# design 1

Fig. 1: design 1, cells by drive strength
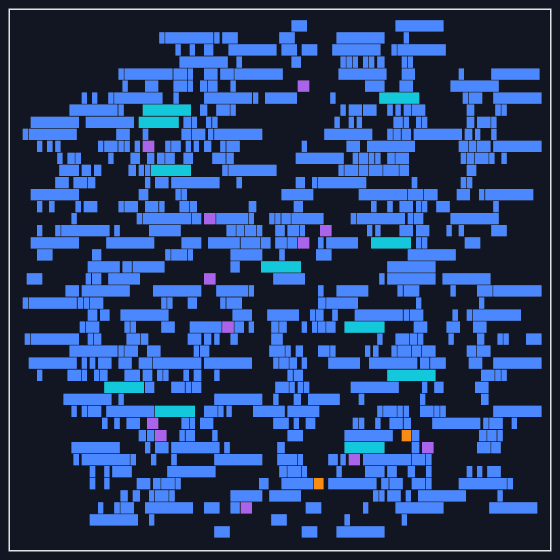

==> config.mk <==
export PLATFORM = sky130hd
export DESIGN_NAME = press_event_reader
export DESIGN_NICKNAME = d
export VERILOG_FILES = /design/src/rtl/press_event_reader.sv
export SDC_FILE = /design/constraint.sdc
export NUM_CORES = 1
export LEC_CHECK = 0
export CORE_MARGIN = 1.5
export CORE_UTILIZATION = 35
export CTS_CLUSTER_DIAMETER = 30
export DETAILED_ROUTE_END_ITERATION = 12
export PLACE_DENSITY_LB_ADDON = 0.12
export SLEW_MARGIN = 20
export SYNTH_ARGS = -nofsm -noshare
export SYNTH_HDL_FRONTEND = slang
export SYNTH_SLANG_ARGS = --single-unit
==> constraint.sdc <==
create_clock -name clk -period 2.45 [get_ports clk]
set_input_delay 0.49 -clock clk [delete_from_list [all_inputs] [get_ports clk]]
set_output_delay 0.49 -clock clk [all_outputs]
set_load 0.05 [all_outputs]
==> src/rtl/press_event_reader.sv <==
// Button press capture for the Simon game: sync + debounce per channel, sticky
// pending flags, and a single output slot that hands presses out lowest index first.
module press_event_reader #(
  parameter int WIDTH    = 4,
  parameter int DEBOUNCE = 500000,
  parameter int IDX_W    = (WIDTH > 1) ? $clog2(WIDTH) : 1
) (
  input  logic             clk,
  input  logic             reset,
  input  logic [WIDTH-1:0] btn,
  input  logic             clear,
  output logic             evt_valid,
  input  logic             evt_ready,
  output logic [IDX_W-1:0] evt_index,
  output logic [WIDTH-1:0] evt_onehot,
  output logic [WIDTH-1:0] pending,
  output logic             overflow
);

  localparam int CNT_W = $clog2(DEBOUNCE + 1);
  localparam logic [CNT_W-1:0] CNT_LAST = CNT_W'(DEBOUNCE - 1);

  logic [WIDTH-1:0] r_s1;
  logic [WIDTH-1:0] r_s2;
  logic [WIDTH-1:0] r_deb;
  logic [CNT_W-1:0] r_cnt [WIDTH];

  logic [WIDTH-1:0] r_pending;
  logic             r_valid;
  logic [IDX_W-1:0] r_index;
  logic [WIDTH-1:0] r_onehot;
  logic             r_overflow;

  logic [WIDTH-1:0] w_rise;
  logic [WIDTH-1:0] w_sel_oh;
  logic [IDX_W-1:0] w_sel_idx;
  logic             w_load;
  logic [WIDTH-1:0] w_take;

  // Synchroniser and debounce survive clear; only reset restarts them.
  always_ff @(posedge clk) begin
    if (reset) begin
      r_s1  <= '0;
      r_s2  <= '0;
      r_deb <= '0;
      for (int i = 0; i < WIDTH; i++) r_cnt[i] <= '0;
    end else begin
      r_s1 <= btn;
      r_s2 <= r_s1;
      for (int i = 0; i < WIDTH; i++) begin
        if (r_s2[i] == r_deb[i]) begin
          r_cnt[i] <= '0;
        end else if (r_cnt[i] == CNT_LAST) begin
          r_deb[i] <= r_s2[i];
          r_cnt[i] <= '0;
        end else begin
          r_cnt[i] <= r_cnt[i] + CNT_W'(1);
        end
      end
    end
  end

  // A press is the edge on which the debounced level is about to go 0 -> 1.
  always_comb begin
    w_rise = '0;
    for (int i = 0; i < WIDTH; i++)
      w_rise[i] = r_s2[i] && !r_deb[i] && (r_cnt[i] == CNT_LAST);
  end

  always_comb begin
    w_sel_oh  = r_pending & (~r_pending + WIDTH'(1));
    w_sel_idx = '0;
    for (int i = WIDTH - 1; i >= 0; i--)
      if (r_pending[i]) w_sel_idx = IDX_W'(i);
  end

  assign w_load = !r_valid || evt_ready;
  assign w_take = w_load ? w_sel_oh : '0;

  // A press only counts as overflow if its pending bit stays set this edge.
  always_ff @(posedge clk) begin
    if (reset) begin
      r_pending  <= '0;
      r_valid    <= 1'b0;
      r_index    <= '0;
      r_onehot   <= '0;
      r_overflow <= 1'b0;
    end else if (clear) begin
      r_pending  <= '0;
      r_valid    <= 1'b0;
      r_index    <= '0;
      r_onehot   <= '0;
      r_overflow <= 1'b0;
    end else begin
      r_pending <= (r_pending & ~w_take) | w_rise;
      if (|(w_rise & r_pending & ~w_take)) r_overflow <= 1'b1;
      if (w_load) begin
        if (|r_pending) begin
          r_valid  <= 1'b1;
          r_index  <= w_sel_idx;
          r_onehot <= w_sel_oh;
        end else begin
          r_valid  <= 1'b0;
          r_onehot <= '0;
        end
      end
    end
  end

  assign evt_valid  = r_valid;
  assign evt_index  = r_index;
  assign evt_onehot = r_onehot;
  assign pending    = r_pending;
  assign overflow   = r_overflow;

endmodule

# design 2

--- config.mk ---
export PLATFORM = sky130hd
export DESIGN_NAME = fifo_reader
export DESIGN_NICKNAME = d
export VERILOG_FILES = /design/src/rtl/fifo_reader.sv
export SDC_FILE = /design/constraint.sdc
export NUM_CORES = 1
export LEC_CHECK = 0
export ABC_AREA = 1
export CORE_ASPECT_RATIO = 2
export CORE_UTILIZATION = 38
export CTS_CLUSTER_SIZE = 8
export DETAILED_ROUTE_END_ITERATION = 7
export SLEW_MARGIN = 10
export SYNTH_ARGS = -nofsm -noshare
export SYNTH_HDL_FRONTEND = slang
export SYNTH_SLANG_ARGS = --single-unit
--- constraint.sdc ---
create_clock -name CLK -period 7.2 [get_ports CLK]
set_input_delay 1.44 -clock CLK [delete_from_list [all_inputs] [get_ports CLK]]
set_output_delay 1.44 -clock CLK [all_outputs]
set_load 0.02 [all_outputs]
--- src/rtl/fifo_reader.sv ---
// ---------------------------------------------------------------------------
// fifo_reader
//
// Pops words from an upstream FIFO and hands them downstream through a
// valid/ready interface. The module tracks the FIFO occupancy itself by
// watching the FIFO's write strobe and its own pop strobe. A 3-entry output
// buffer absorbs the one-cycle FIFO read latency, so one word per cycle can
// be sustained.
//
// Ports
//   CLK           clock, all state on the rising edge
//   RESET         asynchronous, active-high reset
//   FIFO_WRITE    write strobe seen by the upstream FIFO (one word per cycle)
//   FIFO_DATA     FIFO read data, valid the cycle after FIFO_READ
//   FIFO_READ     pop strobe to the FIFO
//   ENABLE        permits new pops when high
//   DATA_OUT      head word of the output buffer (0 when VALID_OUT is low)
//   VALID_OUT     DATA_OUT holds a word
//   READY_IN      downstream accepts; transfer on VALID_OUT && READY_IN
//   COUNT         tracked FIFO occupancy, 0..DEPTH
//   ALMOST_EMPTY  COUNT <= LOW_MARK
//   errOverflow   sticky: write seen while the FIFO was full
//   STATE         0 IDLE, 1 ACTIVE, 2 STALL
// ---------------------------------------------------------------------------
module fifo_reader #(
    parameter int DATA_WIDTH = 8,
    parameter int DEPTH      = 8,
    parameter int LOW_MARK   = 2
) (
    input  logic                  CLK,
    input  logic                  RESET,
    input  logic                  FIFO_WRITE,
    input  logic [DATA_WIDTH-1:0] FIFO_DATA,
    output logic                  FIFO_READ,
    input  logic                  ENABLE,
    output logic [DATA_WIDTH-1:0] DATA_OUT,
    output logic                  VALID_OUT,
    input  logic                  READY_IN,
    output logic [3:0]            COUNT,
    output logic                  ALMOST_EMPTY,
    output logic                  errOverflow,
    output logic [1:0]            STATE
);

    typedef enum logic [1:0] {
        ST_IDLE   = 2'd0,
        ST_ACTIVE = 2'd1,
        ST_STALL  = 2'd2
    } state_t;

    localparam logic [3:0] DEPTH_C = 4'(DEPTH);
    localparam logic [3:0] LOW_C   = 4'(LOW_MARK);

    logic [3:0]            count_q, count_d;
    logic                  err_q, err_d;
    logic                  inflight_q, inflight_d;
    logic [1:0]            bufcnt_q, bufcnt_d;
    logic [DATA_WIDTH-1:0] buf_q [3];
    logic [DATA_WIDTH-1:0] buf_d [3];
    state_t                state_q, state_d;

    logic                  fifo_read;
    logic                  xfer;
    logic [2:0]            occupancy;

    // Pop decision uses registered state plus ENABLE only. Counting the
    // in-flight word guarantees a free buffer slot when it lands.
    always_comb begin
        occupancy = {1'b0, bufcnt_q} + {2'b00, inflight_q};
        fifo_read = ENABLE && (count_q != 4'd0) && (occupancy < 3'd3);
    end

    assign xfer = (bufcnt_q != 2'd0) && READY_IN;

    // Occupancy tracking. A pop is never issued at zero occupancy, so only
    // the full case needs guarding.
    always_comb begin
        count_d = count_q;
        err_d   = err_q;
        case ({FIFO_WRITE, fifo_read})
            2'b10: begin
                if (count_q == DEPTH_C) begin
                    err_d = 1'b1;
                end else begin
                    count_d = count_q + 4'd1;
                end
            end
            2'b01:   count_d = count_q - 4'd1;
            default: count_d = count_q;
        endcase
    end

    // Output buffer: drop the head on transfer first, then append the word
    // arriving from the FIFO behind whatever remains.
    always_comb begin
        buf_d[0]   = buf_q[0];
        buf_d[1]   = buf_q[1];
        buf_d[2]   = buf_q[2];
        bufcnt_d   = bufcnt_q;
        inflight_d = fifo_read;
        if (xfer) begin
            buf_d[0] = buf_q[1];
            buf_d[1] = buf_q[2];
            bufcnt_d = bufcnt_q - 2'd1;
        end
        if (inflight_q) begin
            case (bufcnt_d)
                2'd0:    buf_d[0] = FIFO_DATA;
                2'd1:    buf_d[1] = FIFO_DATA;
                default: buf_d[2] = FIFO_DATA;
            endcase
            bufcnt_d = bufcnt_d + 2'd1;
        end
    end

    // Next-state logic
    always_comb begin
        state_d = state_q;
        case (state_q)
            ST_IDLE: begin
                if (fifo_read) state_d = ST_ACTIVE;
            end
            ST_ACTIVE: begin
                if (bufcnt_d == 2'd3) begin
                    state_d = ST_STALL;
                end else if ((bufcnt_d == 2'd0) && !inflight_d) begin
                    state_d = ST_IDLE;
                end
            end
            ST_STALL: begin
                if (xfer) state_d = ST_ACTIVE;
            end
            default: state_d = ST_IDLE;
        endcase
    end

    always_ff @(posedge CLK or posedge RESET) begin
        if (RESET) begin
            count_q    <= 4'd0;
            err_q      <= 1'b0;
            inflight_q <= 1'b0;
            bufcnt_q   <= 2'd0;
            state_q    <= ST_IDLE;
        end else begin
            count_q    <= count_d;
            err_q      <= err_d;
            inflight_q <= inflight_d;
            bufcnt_q   <= bufcnt_d;
            state_q    <= state_d;
        end
    end

    // Buffer storage needs no reset: DATA_OUT is masked by VALID_OUT.
    always_ff @(posedge CLK) begin
        buf_q[0] <= buf_d[0];
        buf_q[1] <= buf_d[1];
        buf_q[2] <= buf_d[2];
    end

    assign FIFO_READ    = fifo_read;
    assign VALID_OUT    = (bufcnt_q != 2'd0);
    assign DATA_OUT     = VALID_OUT ? buf_q[0] : '0;
    assign COUNT        = count_q;
    assign ALMOST_EMPTY = (count_q <= LOW_C);
    assign errOverflow  = err_q;
    assign STATE        = state_q;

endmodule

# design 3

<file path="config.mk">
export PLATFORM = sky130hd
export DESIGN_NAME = instr_prefetch
export DESIGN_NICKNAME = d
export VERILOG_FILES = /design/src/rtl/instr_prefetch_pkg.sv /design/src/rtl/instr_prefetch_fifo.sv /design/src/rtl/instr_prefetch.sv
export SDC_FILE = /design/constraint.sdc
export NUM_CORES = 1
export LEC_CHECK = 0
export ABC_AREA = 1
export CAP_MARGIN = 25
export CORE_AREA = 2 2 220 222
export DETAILED_ROUTE_END_ITERATION = 12
export DIE_AREA = 0 0 222 224
export GPL_ROUTABILITY_DRIVEN = 0
export SYNTH_ARGS = -nofsm -noshare
export SYNTH_HDL_FRONTEND = slang
export SYNTH_SLANG_ARGS = --single-unit
</file>
<file path="constraint.sdc">
create_clock -name clk -period 4.4 [get_ports clk]
set_clock_uncertainty 0.15 [all_clocks]
set_input_delay 0.88 -clock clk [delete_from_list [all_inputs] [get_ports clk]]
set_output_delay 0.88 -clock clk [all_outputs]
set_load 0.02 [all_outputs]
</file>
<file path="src/rtl/instr_prefetch_pkg.sv">
// Shared types and helpers for the instruction prefetch front-end.
package instr_prefetch_pkg;

  localparam int INSTR_BYTES = 4;

  typedef struct packed {
    logic [31:0] pc;
    logic [31:0] instr;
  } fetch_entry_t;

  function automatic logic [31:0] pc_next(input logic [31:0] pc);
    return pc + 32'(INSTR_BYTES);
  endfunction

endpackage

</file>
<file path="src/rtl/instr_prefetch_fifo.sv">
// Prefetch buffer: synchronous FIFO of {pc, instr} entries; flush wins over push/pop.
module prefetch_fifo
  import instr_prefetch_pkg::*;
#(
  parameter int DEPTH = 4
) (
  input  logic                       clk,
  input  logic                       rst_n,
  input  logic                       push_i,
  input  logic                       pop_i,
  input  logic                       flush_i,
  input  fetch_entry_t               wdata_i,
  output fetch_entry_t               rdata_o,
  output logic                       full_o,
  output logic                       empty_o,
  output logic [$clog2(DEPTH+1)-1:0] count_o
);

  localparam int PW = $clog2(DEPTH);
  localparam int CW = $clog2(DEPTH + 1);

  fetch_entry_t  mem_q [DEPTH];
  logic [PW-1:0] wr_ptr_q, wr_ptr_d;
  logic [PW-1:0] rd_ptr_q, rd_ptr_d;
  logic [CW-1:0] count_q, count_d;
  logic          push_eff, pop_eff;

  assign empty_o = (count_q == '0);
  assign full_o  = (count_q == CW'(DEPTH));
  assign count_o = count_q;
  assign rdata_o = mem_q[rd_ptr_q];

  // A push into a full buffer is legal only when the head leaves in the same cycle.
  assign pop_eff  = pop_i && !empty_o;
  assign push_eff = push_i && (!full_o || pop_eff);

  // Pointer and occupancy next-state; pointers wrap at DEPTH, which need not be a power of two.
  always_comb begin
    wr_ptr_d = wr_ptr_q;
    rd_ptr_d = rd_ptr_q;
    count_d  = count_q;
    if (flush_i) begin
      wr_ptr_d = '0;
      rd_ptr_d = '0;
      count_d  = '0;
    end else begin
      if (push_eff) wr_ptr_d = (wr_ptr_q == PW'(DEPTH - 1)) ? '0 : wr_ptr_q + 1'b1;
      if (pop_eff)  rd_ptr_d = (rd_ptr_q == PW'(DEPTH - 1)) ? '0 : rd_ptr_q + 1'b1;
      count_d = count_q + CW'(push_eff) - CW'(pop_eff);
    end
  end

  // Control state register.
  always_ff @(posedge clk or negedge rst_n) begin
    if (!rst_n) begin
      wr_ptr_q <= '0;
      rd_ptr_q <= '0;
      count_q  <= '0;
    end else begin
      wr_ptr_q <= wr_ptr_d;
      rd_ptr_q <= rd_ptr_d;
      count_q  <= count_d;
    end
  end

  // Storage array needs no reset; contents are only observed while non-empty.
  always_ff @(posedge clk) begin
    if (push_eff && !flush_i) mem_q[wr_ptr_q] <= wdata_i;
  end

  // The credit scheme upstream must never push into a full buffer without a pop.
  always_ff @(posedge clk) begin
    if (rst_n && !flush_i) assert (!(push_i && full_o && !pop_i));
  end

endmodule

</file>
<file path="src/rtl/instr_prefetch.sv">
// Instruction fetch front-end: sequential fetch with grant stalls, credit-limited
// prefetch buffer, and redirect handling that drops in-flight responses.
module instr_prefetch
  import instr_prefetch_pkg::*;
#(
  parameter int          DEPTH    = 4,
  parameter logic [31:0] RESET_PC = 32'h0000_0000
) (
  input  logic        clk,
  input  logic        rst_n,
  output logic        ibus_req,
  output logic [31:0] ibus_addr,
  input  logic        ibus_gnt,
  input  logic        ibus_rvalid,
  input  logic [31:0] ibus_rdata,
  input  logic        fetch_en,
  input  logic        branch,
  input  logic [31:0] branch_target,
  output logic        instr_valid,
  output logic [31:0] instr,
  output logic [31:0] instr_pc,
  input  logic        instr_ready
);

  localparam int CW = $clog2(DEPTH + 1);

  logic [31:0]   fetch_pc_q, fetch_pc_d;
  logic [31:0]   resp_pc_q, resp_pc_d;
  logic [1:0]    outstanding_q, outstanding_d;
  logic [1:0]    discard_q, discard_d;
  logic [31:0]   target_al;
  logic          credit_ok, grant;
  logic          fifo_push, fifo_pop, fifo_full, fifo_empty;
  logic [CW-1:0] fifo_count;
  fetch_entry_t  fifo_wdata, fifo_rdata;

  assign target_al = branch_target & ~32'h3;

  // Every issued request owns a buffer slot, so returning words can never overflow.
  assign credit_ok = !fifo_full && ((32'(fifo_count) + 32'(outstanding_q)) < 32'(DEPTH));
  // rst_n gating keeps req low while reset is held even if fetch_en is already high.
  assign ibus_req  = rst_n && fetch_en && !branch && credit_ok;
  assign ibus_addr = fetch_pc_q;
  assign grant     = ibus_req && ibus_gnt;

  assign fifo_wdata  = '{pc: resp_pc_q, instr: ibus_rdata};
  assign fifo_pop    = !fifo_empty && instr_ready && !branch;
  assign instr_valid = !fifo_empty;
  assign instr       = fifo_rdata.instr;
  assign instr_pc    = fifo_rdata.pc;

  // Fetch/response bookkeeping; a redirect overrides everything else in its cycle.
  always_comb begin
    fetch_pc_d    = fetch_pc_q;
    resp_pc_d     = resp_pc_q;
    outstanding_d = outstanding_q;
    discard_d     = discard_q;
    fifo_push     = 1'b0;
    if (branch) begin
      fetch_pc_d    = target_al;
      resp_pc_d     = target_al;
      outstanding_d = outstanding_q - {1'b0, ibus_rvalid};
      discard_d     = outstanding_q - {1'b0, ibus_rvalid};
    end else begin
      if (grant) fetch_pc_d = pc_next(fetch_pc_q);
      outstanding_d = outstanding_q + {1'b0, grant} - {1'b0, ibus_rvalid};
      if (ibus_rvalid) begin
        if (discard_q != 2'd0) begin
          discard_d = discard_q - 2'd1;
        end else begin
          fifo_push = 1'b1;
          resp_pc_d = pc_next(resp_pc_q);
        end
      end
    end
  end

  // State register.
  always_ff @(posedge clk or negedge rst_n) begin
    if (!rst_n) begin
      fetch_pc_q    <= RESET_PC;
      resp_pc_q     <= RESET_PC;
      outstanding_q <= 2'd0;
      discard_q     <= 2'd0;
    end else begin
      fetch_pc_q    <= fetch_pc_d;
      resp_pc_q     <= resp_pc_d;
      outstanding_q <= outstanding_d;
      discard_q     <= discard_d;
    end
  end

  prefetch_fifo #(.DEPTH(DEPTH)) u_fifo (
    .clk     (clk),
    .rst_n   (rst_n),
    .push_i  (fifo_push),
    .pop_i   (fifo_pop),
    .flush_i (branch),
    .wdata_i (fifo_wdata),
    .rdata_o (fifo_rdata),
    .full_o  (fifo_full),
    .empty_o (fifo_empty),
    .count_o (fifo_count)
  );

endmodule

</file>
# design 4

## src/rtl/ov7670_cfg_pkg.sv

```systemverilog
// ov7670_cfg_pkg: shared states, table markers and SCCB direction codes for the OV7670 config sequencer
package ov7670_cfg_pkg;

    typedef enum logic [3:0] {
        S_IDLE,
        S_RST_HOLD,
        S_PWR_WAIT,
        S_FETCH,
        S_DECODE,
        S_WRITE,
        S_WRITE_WAIT,
        S_VERIFY,
        S_VERIFY_WAIT,
        S_DELAY,
        S_DONE,
        S_ERROR
    } state_e;

    localparam logic [15:0] END_MARKER = 16'hFFFF;
    localparam logic [7:0]  DELAY_ADDR = 8'hFF;
    localparam logic        SCCB_WR    = 1'b0;
    localparam logic        SCCB_RD    = 1'b1;

    function automatic logic is_timed(input state_e s);
        return (s == S_RST_HOLD) || (s == S_PWR_WAIT) || (s == S_DELAY);
    endfunction

endpackage

```

## src/rtl/ov7670_ms_timer.sv

```systemverilog
// ov7670_ms_timer: millisecond tick generator with an 8-bit elapsed-ms count, restarted by clear
module ov7670_ms_timer #(
    parameter int INPUT_CLK_FREQ = 25000000
) (
    input  logic       clk,
    input  logic       reset,
    input  logic       clear,
    output logic       tick,
    output logic [7:0] ms_count
);

    localparam int PERIOD = (INPUT_CLK_FREQ / 1000 > 1) ? INPUT_CLK_FREQ / 1000 : 2;
    localparam int CW = $clog2(PERIOD);
    localparam logic [CW-1:0] CYC_ONE = 1;
    localparam logic [CW-1:0] CYC_LAST = CW'(PERIOD - 1);

    logic [CW-1:0] cyc_q, cyc_d;
    logic [7:0]    ms_q, ms_d;

    assign tick = cyc_q == CYC_LAST;
    assign ms_count = ms_q;

    // next cycle/ms counts: clear wins, otherwise wrap the cycle counter on each tick
    always_comb begin
        cyc_d = clear ? '0 : tick ? '0 : cyc_q + CYC_ONE;
        ms_d  = clear ? '0 : tick ? ms_q + 8'd1 : ms_q;
    end

    // counter registers
    always_ff @(posedge clk or negedge reset) begin
        if (!reset) begin
            cyc_q <= '0;
            ms_q  <= '0;
        end else begin
            cyc_q <= cyc_d;
            ms_q  <= ms_d;
        end
    end

endmodule

```

## src/rtl/ov7670_config_sequencer.sv

```systemverilog
// ov7670_config_sequencer: camera power-up then ROM-driven SCCB register writes with retry;
// define SCCB_READBACK_VERIFY_EN to read each acked write back and retry on mismatch
module ov7670_config_sequencer
    import ov7670_cfg_pkg::*;
#(
    parameter int INPUT_CLK_FREQ  = 25000000,
    parameter int ROM_AW          = 8,
    parameter int MAX_RETRY       = 3,
    parameter int RESET_HOLD_MS   = 1,
    parameter int POWERUP_WAIT_MS = 10
) (
    input  logic              clk,
    input  logic              reset,
    input  logic              start,
    output logic [ROM_AW-1:0] rom_addr,
    input  logic [15:0]       rom_data,
    output logic              sccb_req,
    output logic              sccb_rw,
    output logic [7:0]        sccb_sub_address,
    output logic [7:0]        sccb_set_data,
    input  logic              sccb_done,
    input  logic              sccb_nack,
    input  logic [7:0]        sccb_rd_data,
    output logic              ov7670_pwdn,
    output logic              ov7670_reset,
    output logic              busy,
    output logic              done,
    output logic              error,
    output logic [ROM_AW-1:0] err_index,
    output logic [ROM_AW:0]   write_count
);

    localparam logic [ROM_AW-1:0] ADDR_ONE = 1;
    localparam logic [ROM_AW:0]   WC_ONE   = 1;
    localparam logic [3:0]        RETRY_MAX = 4'(MAX_RETRY);
    localparam logic [7:0]        HOLD_LAST = 8'(RESET_HOLD_MS - 1);
    localparam logic [7:0]        WAIT_LAST = 8'(POWERUP_WAIT_MS - 1);

    state_e            state_q, state_d;
    logic [ROM_AW-1:0] rom_addr_q, rom_addr_d, err_q, err_d;
    logic [ROM_AW:0]   wc_q, wc_d;
    logic [3:0]        retry_q, retry_d;
    logic [7:0]        sub_q, sub_d, set_q, set_d, dly_q, dly_d;
    logic              done_q, done_d, error_q, error_d, busy_q, busy_d;
    logic              ovr_q, ovr_d, req_q, req_d;
    logic              adv, wr_ok, fail, fin;
    logic              tick, tmr_clear;
    logic [7:0]        ms_count;

    assign tmr_clear = (state_d != state_q) || !is_timed(state_q);

    ov7670_ms_timer #(.INPUT_CLK_FREQ(INPUT_CLK_FREQ)) u_timer (
        .clk      (clk),
        .reset    (reset),
        .clear    (tmr_clear),
        .tick     (tick),
        .ms_count (ms_count)
    );

`ifdef SCCB_READBACK_VERIFY_EN
    logic rw_q, rw_d;
    assign sccb_rw = rw_q;
`else
    logic unused_rd;
    assign unused_rd = ^sccb_rd_data;
    assign sccb_rw = SCCB_WR;
`endif

    // sequencer next state: per-state actions raise adv/fail/fin, resolved after the case
    always_comb begin
        state_d    = state_q;
        rom_addr_d = rom_addr_q;
        err_d      = err_q;
        wc_d       = wc_q;
        retry_d    = retry_q;
        sub_d      = sub_q;
        set_d      = set_q;
        dly_d      = dly_q;
        done_d     = done_q;
        error_d    = error_q;
        busy_d     = busy_q;
        ovr_d      = ovr_q;
        req_d      = 1'b0;
`ifdef SCCB_READBACK_VERIFY_EN
        rw_d       = rw_q;
`endif
        adv        = 1'b0;
        wr_ok      = 1'b0;
        fail       = 1'b0;
        fin        = 1'b0;
        case (state_q)
            S_IDLE, S_DONE, S_ERROR: if (start) begin
                state_d    = S_RST_HOLD;
                rom_addr_d = '0;
                wc_d       = '0;
                retry_d    = '0;
                done_d     = 1'b0;
                error_d    = 1'b0;
                ovr_d      = 1'b0;
                busy_d     = 1'b1;
            end
            S_RST_HOLD: if (tick && ms_count == HOLD_LAST) begin
                ovr_d   = 1'b1;
                state_d = S_PWR_WAIT;
            end
            S_PWR_WAIT: if (tick && ms_count == WAIT_LAST) state_d = S_FETCH;
            S_FETCH: state_d = S_DECODE;
            S_DECODE: begin
                if (rom_data == END_MARKER) fin = 1'b1;
                else if (rom_data[15:8] == DELAY_ADDR) begin
                    if (rom_data[7:0] == 8'd0) adv = 1'b1;
                    else begin
                        dly_d   = rom_data[7:0];
                        state_d = S_DELAY;
                    end
                end else begin
                    sub_d   = rom_data[15:8];
                    set_d   = rom_data[7:0];
                    state_d = S_WRITE;
                end
            end
            S_WRITE: begin
                req_d   = 1'b1;
`ifdef SCCB_READBACK_VERIFY_EN
                rw_d    = SCCB_WR;
`endif
                state_d = S_WRITE_WAIT;
            end
            S_WRITE_WAIT: if (sccb_done) begin
                if (sccb_nack) fail = 1'b1;
`ifdef SCCB_READBACK_VERIFY_EN
                else state_d = S_VERIFY;
`else
                else begin
                    adv   = 1'b1;
                    wr_ok = 1'b1;
                end
`endif
            end
`ifdef SCCB_READBACK_VERIFY_EN
            S_VERIFY: begin
                req_d   = 1'b1;
                rw_d    = SCCB_RD;
                state_d = S_VERIFY_WAIT;
            end
            S_VERIFY_WAIT: if (sccb_done) begin
                if (sccb_nack || sccb_rd_data != set_q) fail = 1'b1;
                else begin
                    adv   = 1'b1;
                    wr_ok = 1'b1;
                end
            end
`endif
            S_DELAY: if (tick && ms_count == dly_q - 8'd1) adv = 1'b1;
            default: state_d = S_IDLE;
        endcase
        if (fail) begin
            if (retry_q < RETRY_MAX) begin
                retry_d = retry_q + 4'd1;
                state_d = S_WRITE;
            end else begin
                state_d = S_ERROR;
                err_d   = rom_addr_q;
                error_d = 1'b1;
                busy_d  = 1'b0;
            end
        end
        if (adv) begin
            retry_d = '0;
            wc_d    = wr_ok ? wc_q + WC_ONE : wc_q;
            if (&rom_addr_q) fin = 1'b1;
            else begin
                rom_addr_d = rom_addr_q + ADDR_ONE;
                state_d    = S_FETCH;
            end
        end
        if (fin) begin
            state_d = S_DONE;
            done_d  = 1'b1;
            busy_d  = 1'b0;
        end
    end

    // state and output registers; camera reset idles released (high)
    always_ff @(posedge clk or negedge reset) begin
        if (!reset) begin
            state_q    <= S_IDLE;
            rom_addr_q <= '0;
            err_q      <= '0;
            wc_q       <= '0;
            retry_q    <= '0;
            sub_q      <= '0;
            set_q      <= '0;
            dly_q      <= '0;
            done_q     <= 1'b0;
            error_q    <= 1'b0;
            busy_q     <= 1'b0;
            ovr_q      <= 1'b1;
            req_q      <= 1'b0;
`ifdef SCCB_READBACK_VERIFY_EN
            rw_q       <= SCCB_WR;
`endif
        end else begin
            state_q    <= state_d;
            rom_addr_q <= rom_addr_d;
            err_q      <= err_d;
            wc_q       <= wc_d;
            retry_q    <= retry_d;
            sub_q      <= sub_d;
            set_q      <= set_d;
            dly_q      <= dly_d;
            done_q     <= done_d;
            error_q    <= error_d;
            busy_q     <= busy_d;
            ovr_q      <= ovr_d;
            req_q      <= req_d;
`ifdef SCCB_READBACK_VERIFY_EN
            rw_q       <= rw_d;
`endif
        end
    end

    assign rom_addr         = rom_addr_q;
    assign sccb_req         = req_q;
    assign sccb_sub_address = sub_q;
    assign sccb_set_data    = set_q;
    assign ov7670_pwdn      = 1'b0;
    assign ov7670_reset     = ovr_q;
    assign busy             = busy_q;
    assign done             = done_q;
    assign error            = error_q;
    assign err_index        = err_q;
    assign write_count      = wc_q;

endmodule

```

## config.mk

```make
export PLATFORM = sky130hd
export DESIGN_NAME = ov7670_config_sequencer
export DESIGN_NICKNAME = d
export VERILOG_FILES = /design/src/rtl/ov7670_cfg_pkg.sv /design/src/rtl/ov7670_ms_timer.sv /design/src/rtl/ov7670_config_sequencer.sv
export SDC_FILE = /design/constraint.sdc
export NUM_CORES = 1
export LEC_CHECK = 0
export CAP_MARGIN = 20
export CORE_MARGIN = 3
export CORE_UTILIZATION = 45
export CTS_BUF_LIST = sky130_fd_sc_hd__clkbuf_8 sky130_fd_sc_hd__clkbuf_16
export DETAILED_ROUTE_END_ITERATION = 16
export PLACE_DENSITY = 0.7
export REMOVE_ABC_BUFFERS = 1
export SLEW_MARGIN = 30
export SYNTH_ARGS = -nofsm -noshare
export SYNTH_HDL_FRONTEND = slang
export SYNTH_SLANG_ARGS = --single-unit
```

## constraint.sdc

```tcl
create_clock -name clk -period 8.6 [get_ports clk]
set_input_delay 1.72 -clock clk [delete_from_list [all_inputs] [get_ports clk]]
set_output_delay 1.72 -clock clk [all_outputs]
set_load 0.005 [all_outputs]
```


## Gallery

Clock distribution.
shot_01.png
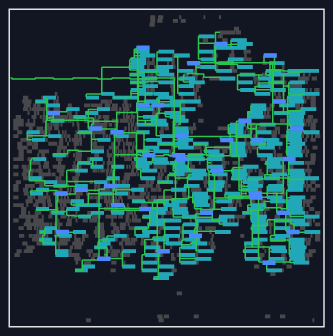
shot_02.png
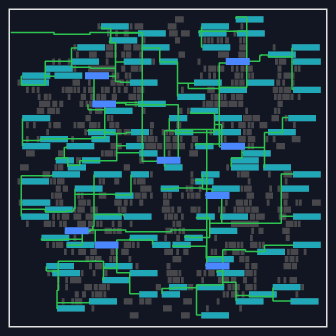
shot_03.png
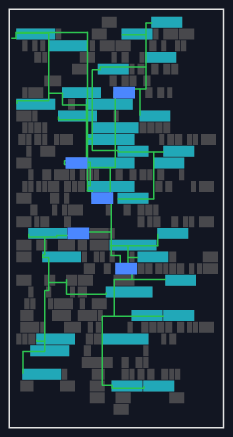
shot_04.png
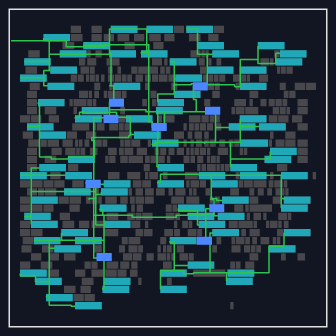
Of these, fewest sequential cells: shot_03.png
- shot_02.png = design 1
- shot_04.png = design 4
- shot_01.png = design 3
- shot_03.png = design 2

Key to shot_04.png:
[cells driving clock nets] blue | count: 9
[flip-flops] cyan | count: 85
[clock wires] green | length: 1,050 um
routed clock nets: 10

Fig. 2: design 4, cells by drive strength
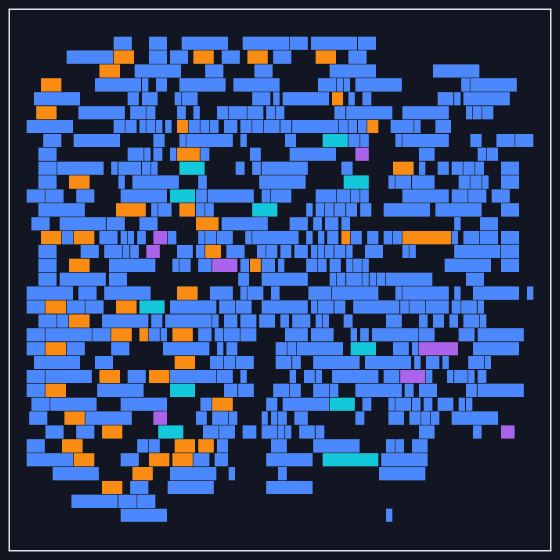
| size | colour | cells | share |
|---|---|---|---|
| drive 3 to 4 | purple | 8 | 1.6% |
| drive 1 or less | blue | 439 | 87% |
| drive 6 and up | cyan | 11 | 2.2% |
| drive 2 | orange | 46 | 9.1% |
PnR worst setup slack: 4.694 ns
nonclk buf count: 69

==> flow_metrics.tcl, design 4 <==
# place-and-route summary
set metrics [dict create \
    status "completed" \
    synthMuxAreaShare_pct 8.487 \
    cts_buffer_depth 2 \
    flop_cell "dfrtp_1" \
    top_level_ports 77 \
    regMostFlops "u_timer.cyc_q" \
    portBuffers 66 \
    critPathMaxFanout 16 \
    tns_ns 0 \
    seqPwrFrac_pct 45.3 \
    holdPathEnd "ov7670_reset" \
    ys_cells 437 \
    core_um2 9459 \
    grt_most_used_layer "met2" \
    hp-class "reg -> reg" \
    rows 35 \
    slew_headroom_pct 43.92 \
    hp-start "ov7670_reset" \
    p_leak_uw 0.002348 \
    grt_pass1_wl_mm 16.54 \
    largest_reg_flops 15 \
    postCtsSetupRepairBufs 0 \
    worstSetupStartpointType "input port" \
    setup_viol_count_final 0 \
    seq-power_uw 500 \
    cts_tree "done" \
    dr.pass1.iters 4 \
    top_cells_by_count "dfrtp_1 (84), mux2_2 (32), nand2_1 (31)" \
    yosysChipArea_um2 4482 \
    finalWeightedCongestion 0.8237 \
    wl_met2_mm 4.387 \
    place_area_um2 5236 \
    top_layer_used "met4" \
    power_leader "sequential cells" \
    crit_required_ns 8.86 \
]
## design 4: how the worst max path moves through the flow
stage / slack [ns] / startpoint / end
after detailed placement: 4.31 / rom_data[4] / u_timer.cyc_q[10]
after floorplan: 5.15 / rom_data[15] / u_timer.cyc_q[10]
after global placement: 3.97 / sccb_nack / u_timer.cyc_q[1]
after CTS: 4.69 / rom_data[4] / u_timer.cyc_q[10]
final: 4.69 / rom_data[2] / u_timer.cyc_q[2]
after global routing: 4.41 / rom_data[4] / u_timer.ms_count[4]
## design 4: critical path: stages
cell and delay [ns]:
clkdlybuf4s50_1 0.54, nor4_1 0.08, and2_1 0.19, a31oi_2 0.57
nand4_1 0.71, a21oi_1 0.35
## design 4: area by class of cell
class                   count  area [um2]
multi-input cells         319        2210
well taps                 129       161.4
flip-flops and latches     85        2128
clock buffers              10       137.6
fillers                   864        4030
clock inverters             6       55.05
inverters                  15       56.30
repair buffers             69       680.7
## design 4: metrics by stage
step | cells | total power, uW | setup slack [ns]
final | 633 | 1103 | 4.694
after global routing | 633 | 1174 | 4.409
after detailed placement | 617 | 832.2 | 4.312
after global placement | 617 | 824.9 | 3.974
after floorplan | 419 | 670.9 | 5.153
after CTS | 633 | 1114 | 4.686
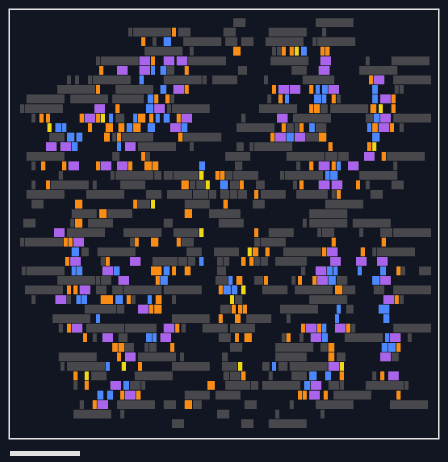
Fig. 3. Gate families picked out (design 1).
Scale bar: 20 um.
| family | colour | cells |
|---|---|---|
| inverters | yellow | 16 |
| XOR/XNOR gates | purple | 68 |
| NAND gates | blue | 78 |
| NOR gates | orange | 143 |
multi-input combinational area share: 39.28%
highest-count logic cell in the final layout: nor2_1
Non-Filler Instances: 767

## Picture notes: Fig. 1
| size | colour | cells | share |
|---|---|---|---|
| drive 2 | orange | 2 | 0.34% |
| drive 3 to 4 | purple | 12 | 2.0% |
| drive 6 and up | cyan | 11 | 1.9% |
| drive 1 or less | blue | 562 | 96% |

==> flow_metrics.tcl, design 1 <==
# place-and-route summary
set metrics [dict create \
    dp_hpwl_mm 6.469 \
    ys_types 39 \
    crit_type "reg -> reg" \
    rows 43 \
    ys_warn_count 0 \
    finalWeightedCongestion 0.7231 \
    p_comb_share_pct 3.7 \
    crit_arrival_ns 2.38 \
    report.final.slew_viol_count 0 \
    cts-root-buf "clkbuf_16" \
    hold_buffers 0 \
    cts.sinks 100 \
    synth_top_cell_by_area "edfxtp_1" \
    status "completed" \
    crit_required_ns 2.55 \
    finalClockPeriodUsage_pct 93.12 \
    fin_nets 598 \
    async_flop_share_pct 0 \
    rsz0062_at_grt "false" \
    grt_usage_pct 13.13 \
]
-- design 1: kinds of logic (layout without fill, tap and decap cells) --
| family | count (synthesis) | after routing | share of synthesized area [%] |
|---|---|---|---|
| fa+ha+maj | 8 | 8 | 2.023 |
| buf+inv | 29 | 62 | 2.427 |
| mux | 3 | 3 | 0.6069 |
| xor+xnor | 68 | 68 | 12.04 |
| simple gates | 252 | 252 | 24.65 |
| flops | 100 | 100 | 55.83 |
| compound gates | 18 | 18 | 2.351 |
| other cells | 1 | 76 | 0.07578 |
-- design 1: worst max-delay path: cells and delay by family, from the launching register on --
| family | cells | cell delay, ns |
|---|---|---|
| and+or+nand+nor | 5 | 1.34 |
| buffers and inverters | 1 | 0.23 |
| DFF | 1 | 0.46 |
-- design 1: path summary, 6_finish.rpt --
kind | endpoint | slack, ns | cells after the start
max | r_cnt[0][5] | 0.17 | 6
min | r_s2[2] | 0.44 | 1
max reg2reg | r_cnt[0][5] | 0.17 | 6
min reg2reg | r_s2[2] | 0.44 | 1
-- design 1: state kept, by name (all words and copies together), names as in the netlist --
register	cells
evt_index	2
evt_onehot	4
evt_valid	1
overflow	1
pending	4
r_cnt	76
r_deb	4
r_s1	4
r_s2	4
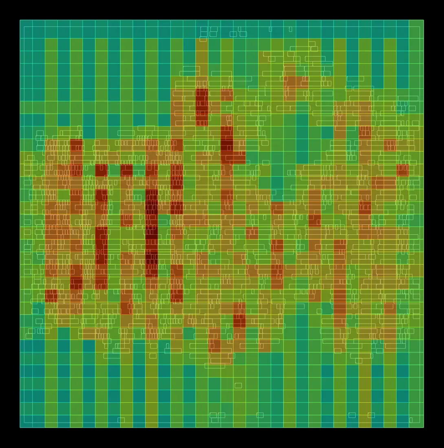
Fig. 4. Track usage over the die (design 3).
GR met3 Demand/Resource: 2.676%
post-layout util: 37.39%
met1 usage: 20.36%
WL per Instance: 17.26 um
total global-route track usage: 14.72%

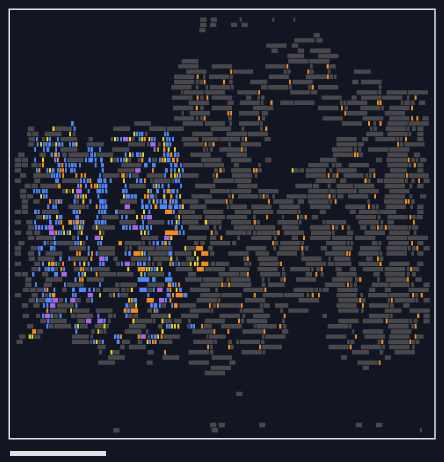
Fig. 5. Gate families picked out (design 3).
Scale bar: 50 um.
| family | colour | cells |
|---|---|---|
| NAND gates | blue | 342 |
| inverters | yellow | 96 |
| NOR gates | orange | 220 |
| XOR/XNOR gates | purple | 24 |

==> flow_metrics.tcl, design 3 <==
# place-and-route summary
set metrics [dict create \
    via_per_inst 4.811 \
    numCtsBuffers 35 \
    dominant_cells "registers" \
    async_flop_share_pct 22.26 \
    nNonClkInverters 96 \
    final_cells 2142 \
    grt_most_used_layer "met2" \
    synthCells 1339 \
    worstSetupStartpointType "register" \
    cts_tree "done" \
    rsz0062_at_grt "false" \
    crit_required_ns 3.37 \
    setup_ws_ns 0.5699 \
    synthMuxAreaShare_pct 0 \
    crit_type "reg -> out" \
    worstSetupEndpoint "instr[11]" \
    status "completed" \
    rrSetupSlack_ns 1.59 \
    end_kind "output pin" \
    cts.sinks 319 \
    r2r.worst_path.cells 13 \
    flop-count 319 \
    fp.dieW_um 222 \
    max_cap_violations 0 \
    grt_max_degree 127 \
    fmax_ghz 0.2611 \
    drcViolationCount 0 \
    core_um2 47350 \
    grt_use_met2_pct 23.84 \
    ys_types 40 \
    area_share_clock_buf_inv_pct 6.743 \
    dp_worst_setup_slack_ns 0.7403 \
    ctsResizeCount 0 \
    powerComb_uw 2820 \
    powerDensity_nw_per_um2 547.0 \
    p_sw_share_pct 32.73 \
    setup_viol_count_final 0 \
    cts-root-buf "clkbuf_16" \
    critPathMaxFanout 51 \
    rows 80 \
]
## design 3: Yosys cell counts (all sizes together) (7+ instances only)
cell and n:
inv 95, dfrtp 71, buf 23, nand4 15, o22ai 62, nand3 63, nor3 7, clkbuf 36
nand2 258, o211ai 14, ha 14, o21ai 166, a21oi 10, edfxtp 248, xor2 18, nor2 213
## design 3: per-layer routing
metal / routed length [um] / vias to the layer above
met5: 0 / -
met4: 781 / 0
met3: 2399 / 53
met2: 17030 / 342
met1: 16760 / 4946
li1: - / 4964
## design 3: logic make-up (layout without fill, tap and decap cells)
family | after synthesis | in the layout
flops | 319 | 319
simple gates | 563 | 563
buf+inv | 155 | 340
compound gates | 262 | 262
fa+ha+maj | 15 | 15
xor+xnor | 24 | 24
other cells | 1 | 4
## design 3: registers in the layout, summed over array words and instances (netlist names)
signal	count
u_fifo.count_o	3
outstanding_q	2
u_fifo.mem_q	248
resp_pc_q	30
discard_q	2
ibus_addr	30
u_fifo.wr_ptr_q	2
u_fifo.rd_ptr_q	2
## design 3: worst max-delay path, stage by stage, from the launching register on
cell	delay, ns
dfrtp_4	0.49
clkinv_2	0.51
buf_12	0.30
o21ai_0	0.11
o22ai_1	0.19
clkdlybuf4s50_1	0.64
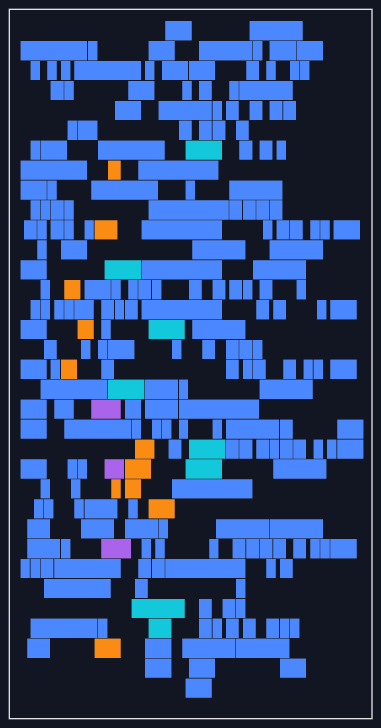
Fig. 6. Cells by drive strength (design 2).
| size | colour | cells | share |
|---|---|---|---|
| drive 1 or less | blue | 220 | 91% |
| drive 2 | orange | 11 | 4.5% |
| drive 3 to 4 | purple | 3 | 1.2% |
| drive 6 and up | cyan | 8 | 3.3% |

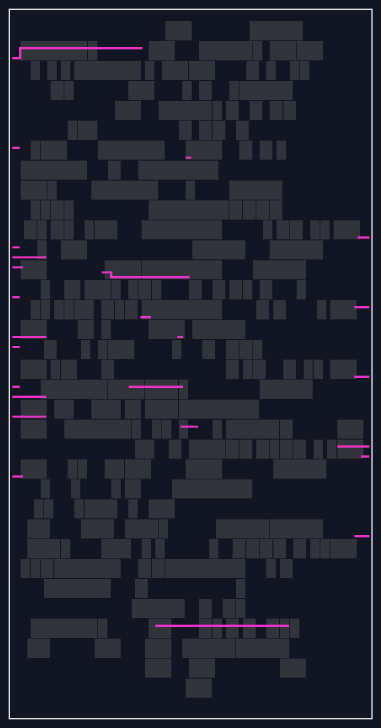
Fig. 7. Signal wires on met3 (design 2).
nets with wire on the layer: 20
main direction: horizontal
share of all routed wire: 2.7%
wire length on this layer: 94.9 um
longest straight run: 17.9 um
GR met3 Demand/Resource: 2.830%
via count: 1,373

==> flow_metrics.tcl, design 2 <==
# place-and-route summary
set metrics [dict create \
    seqPwrFrac_pct 31.7 \
    setup_viol_count_final 0 \
    final_cells 296 \
    end_kind "output pin" \
    clk_latency_ns 0.28 \
    core_um2 4339 \
    p_leak_uw 0.001034 \
    crit_chain "clkdlybuf4s50_1 -> nand2_1 -> nor2_1 -> nand2_2 -> inv_1 -> clkdlybuf4s50_1" \
    holdPathStages 2 \
    status "completed" \
    r2r.worst_path.cells 9 \
    skew_ns 0.006498 \
    htree_levels 2 \
    hold_viol 0 \
    grt_antenna_before_repair 0 \
    most_common_cell "inv_1" \
    ys_sh_aoi_pct 16.97 \
]
==> design 2: per-stage QoR <==
stage / hold WS (ns) / power, uW / util (%) / instance area (um2)
floorplan: 0.4396 / 773.6 / - / 1703
global placement: 0.4420 / 958.6 / 47.12 / 2044
detailed placement: 0.4600 / 970.6 / 47.12 / 2044
CTS: 0.4746 / 1120 / 49.31 / 2140
global route: 0.4873 / 1213 / 49.31 / 2140
finish: 0.4673 / 1099 / 49.31 / 2140
==> design 2: power groups by stage <==
| stage | combinational [uW] | sequential [uW] | clock [uW] |
|---|---|---|---|
| after detailed placement | 616 | 354 | 0 |
| final | 605 | 349 | 146 |
| after CTS | 618 | 351 | 152 |
| after floorplan | 413 | 361 | 0 |
| after global routing | 694 | 360 | 159 |
| after global placement | 608 | 350 | 0 |
==> design 2: flip-flops by register name, indices dropped and copies added, names as in the netlist <==
register     cells
buf_q           24
COUNT            4
STATE            2
bufcnt_q         2
errOverflow      1
inflight_q       1
==> design 2: metal layers <==
layer	vias to the layer above	wire (um)	global-route usage (%)	part of all wire, %
met5	-	0	0	0
met4	0	65	8.597	1.9
met3	7	94	2.830	2.7
met2	26	2144	34.25	61
met1	607	1205	15.55	34
li1	733	-	-	-


==> gallery <==
Signal wires on met3.
picture 1
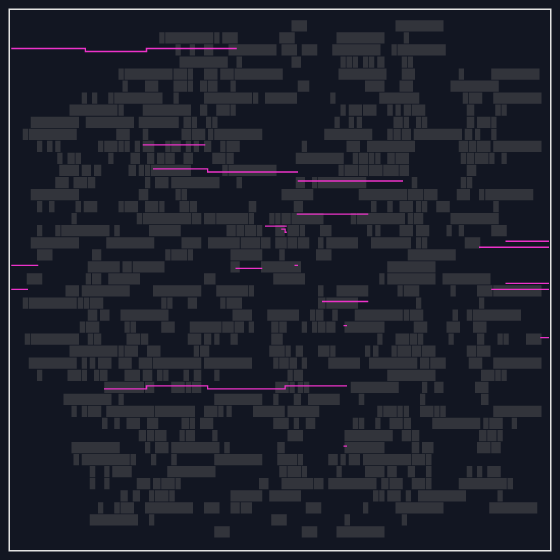
picture 2
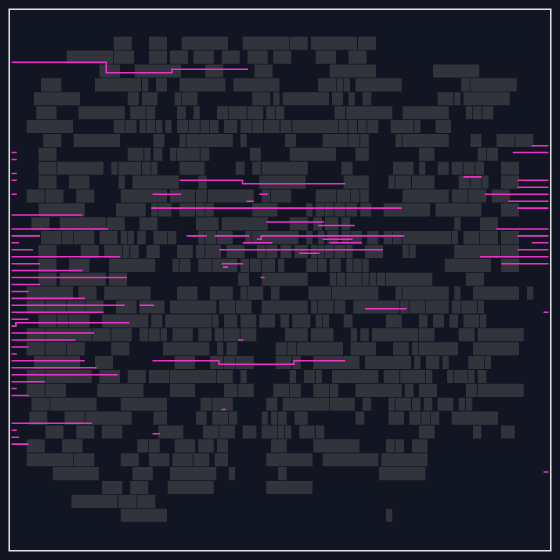
picture 3
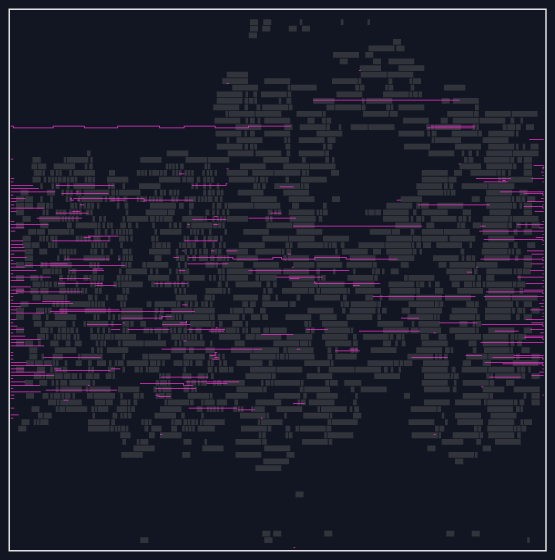
| picture | from |
|---|---|
| picture 2 | design 4 |
| picture 3 | design 3 |
| picture 1 | design 1 |

Key to picture 2:
longest straight run: 48.8 um
main direction: horizontal
wire length on this layer: 711 um
nets with wire on the layer: 67
share of all routed wire: 7.2%

Power and IR drop assume default switching activity.
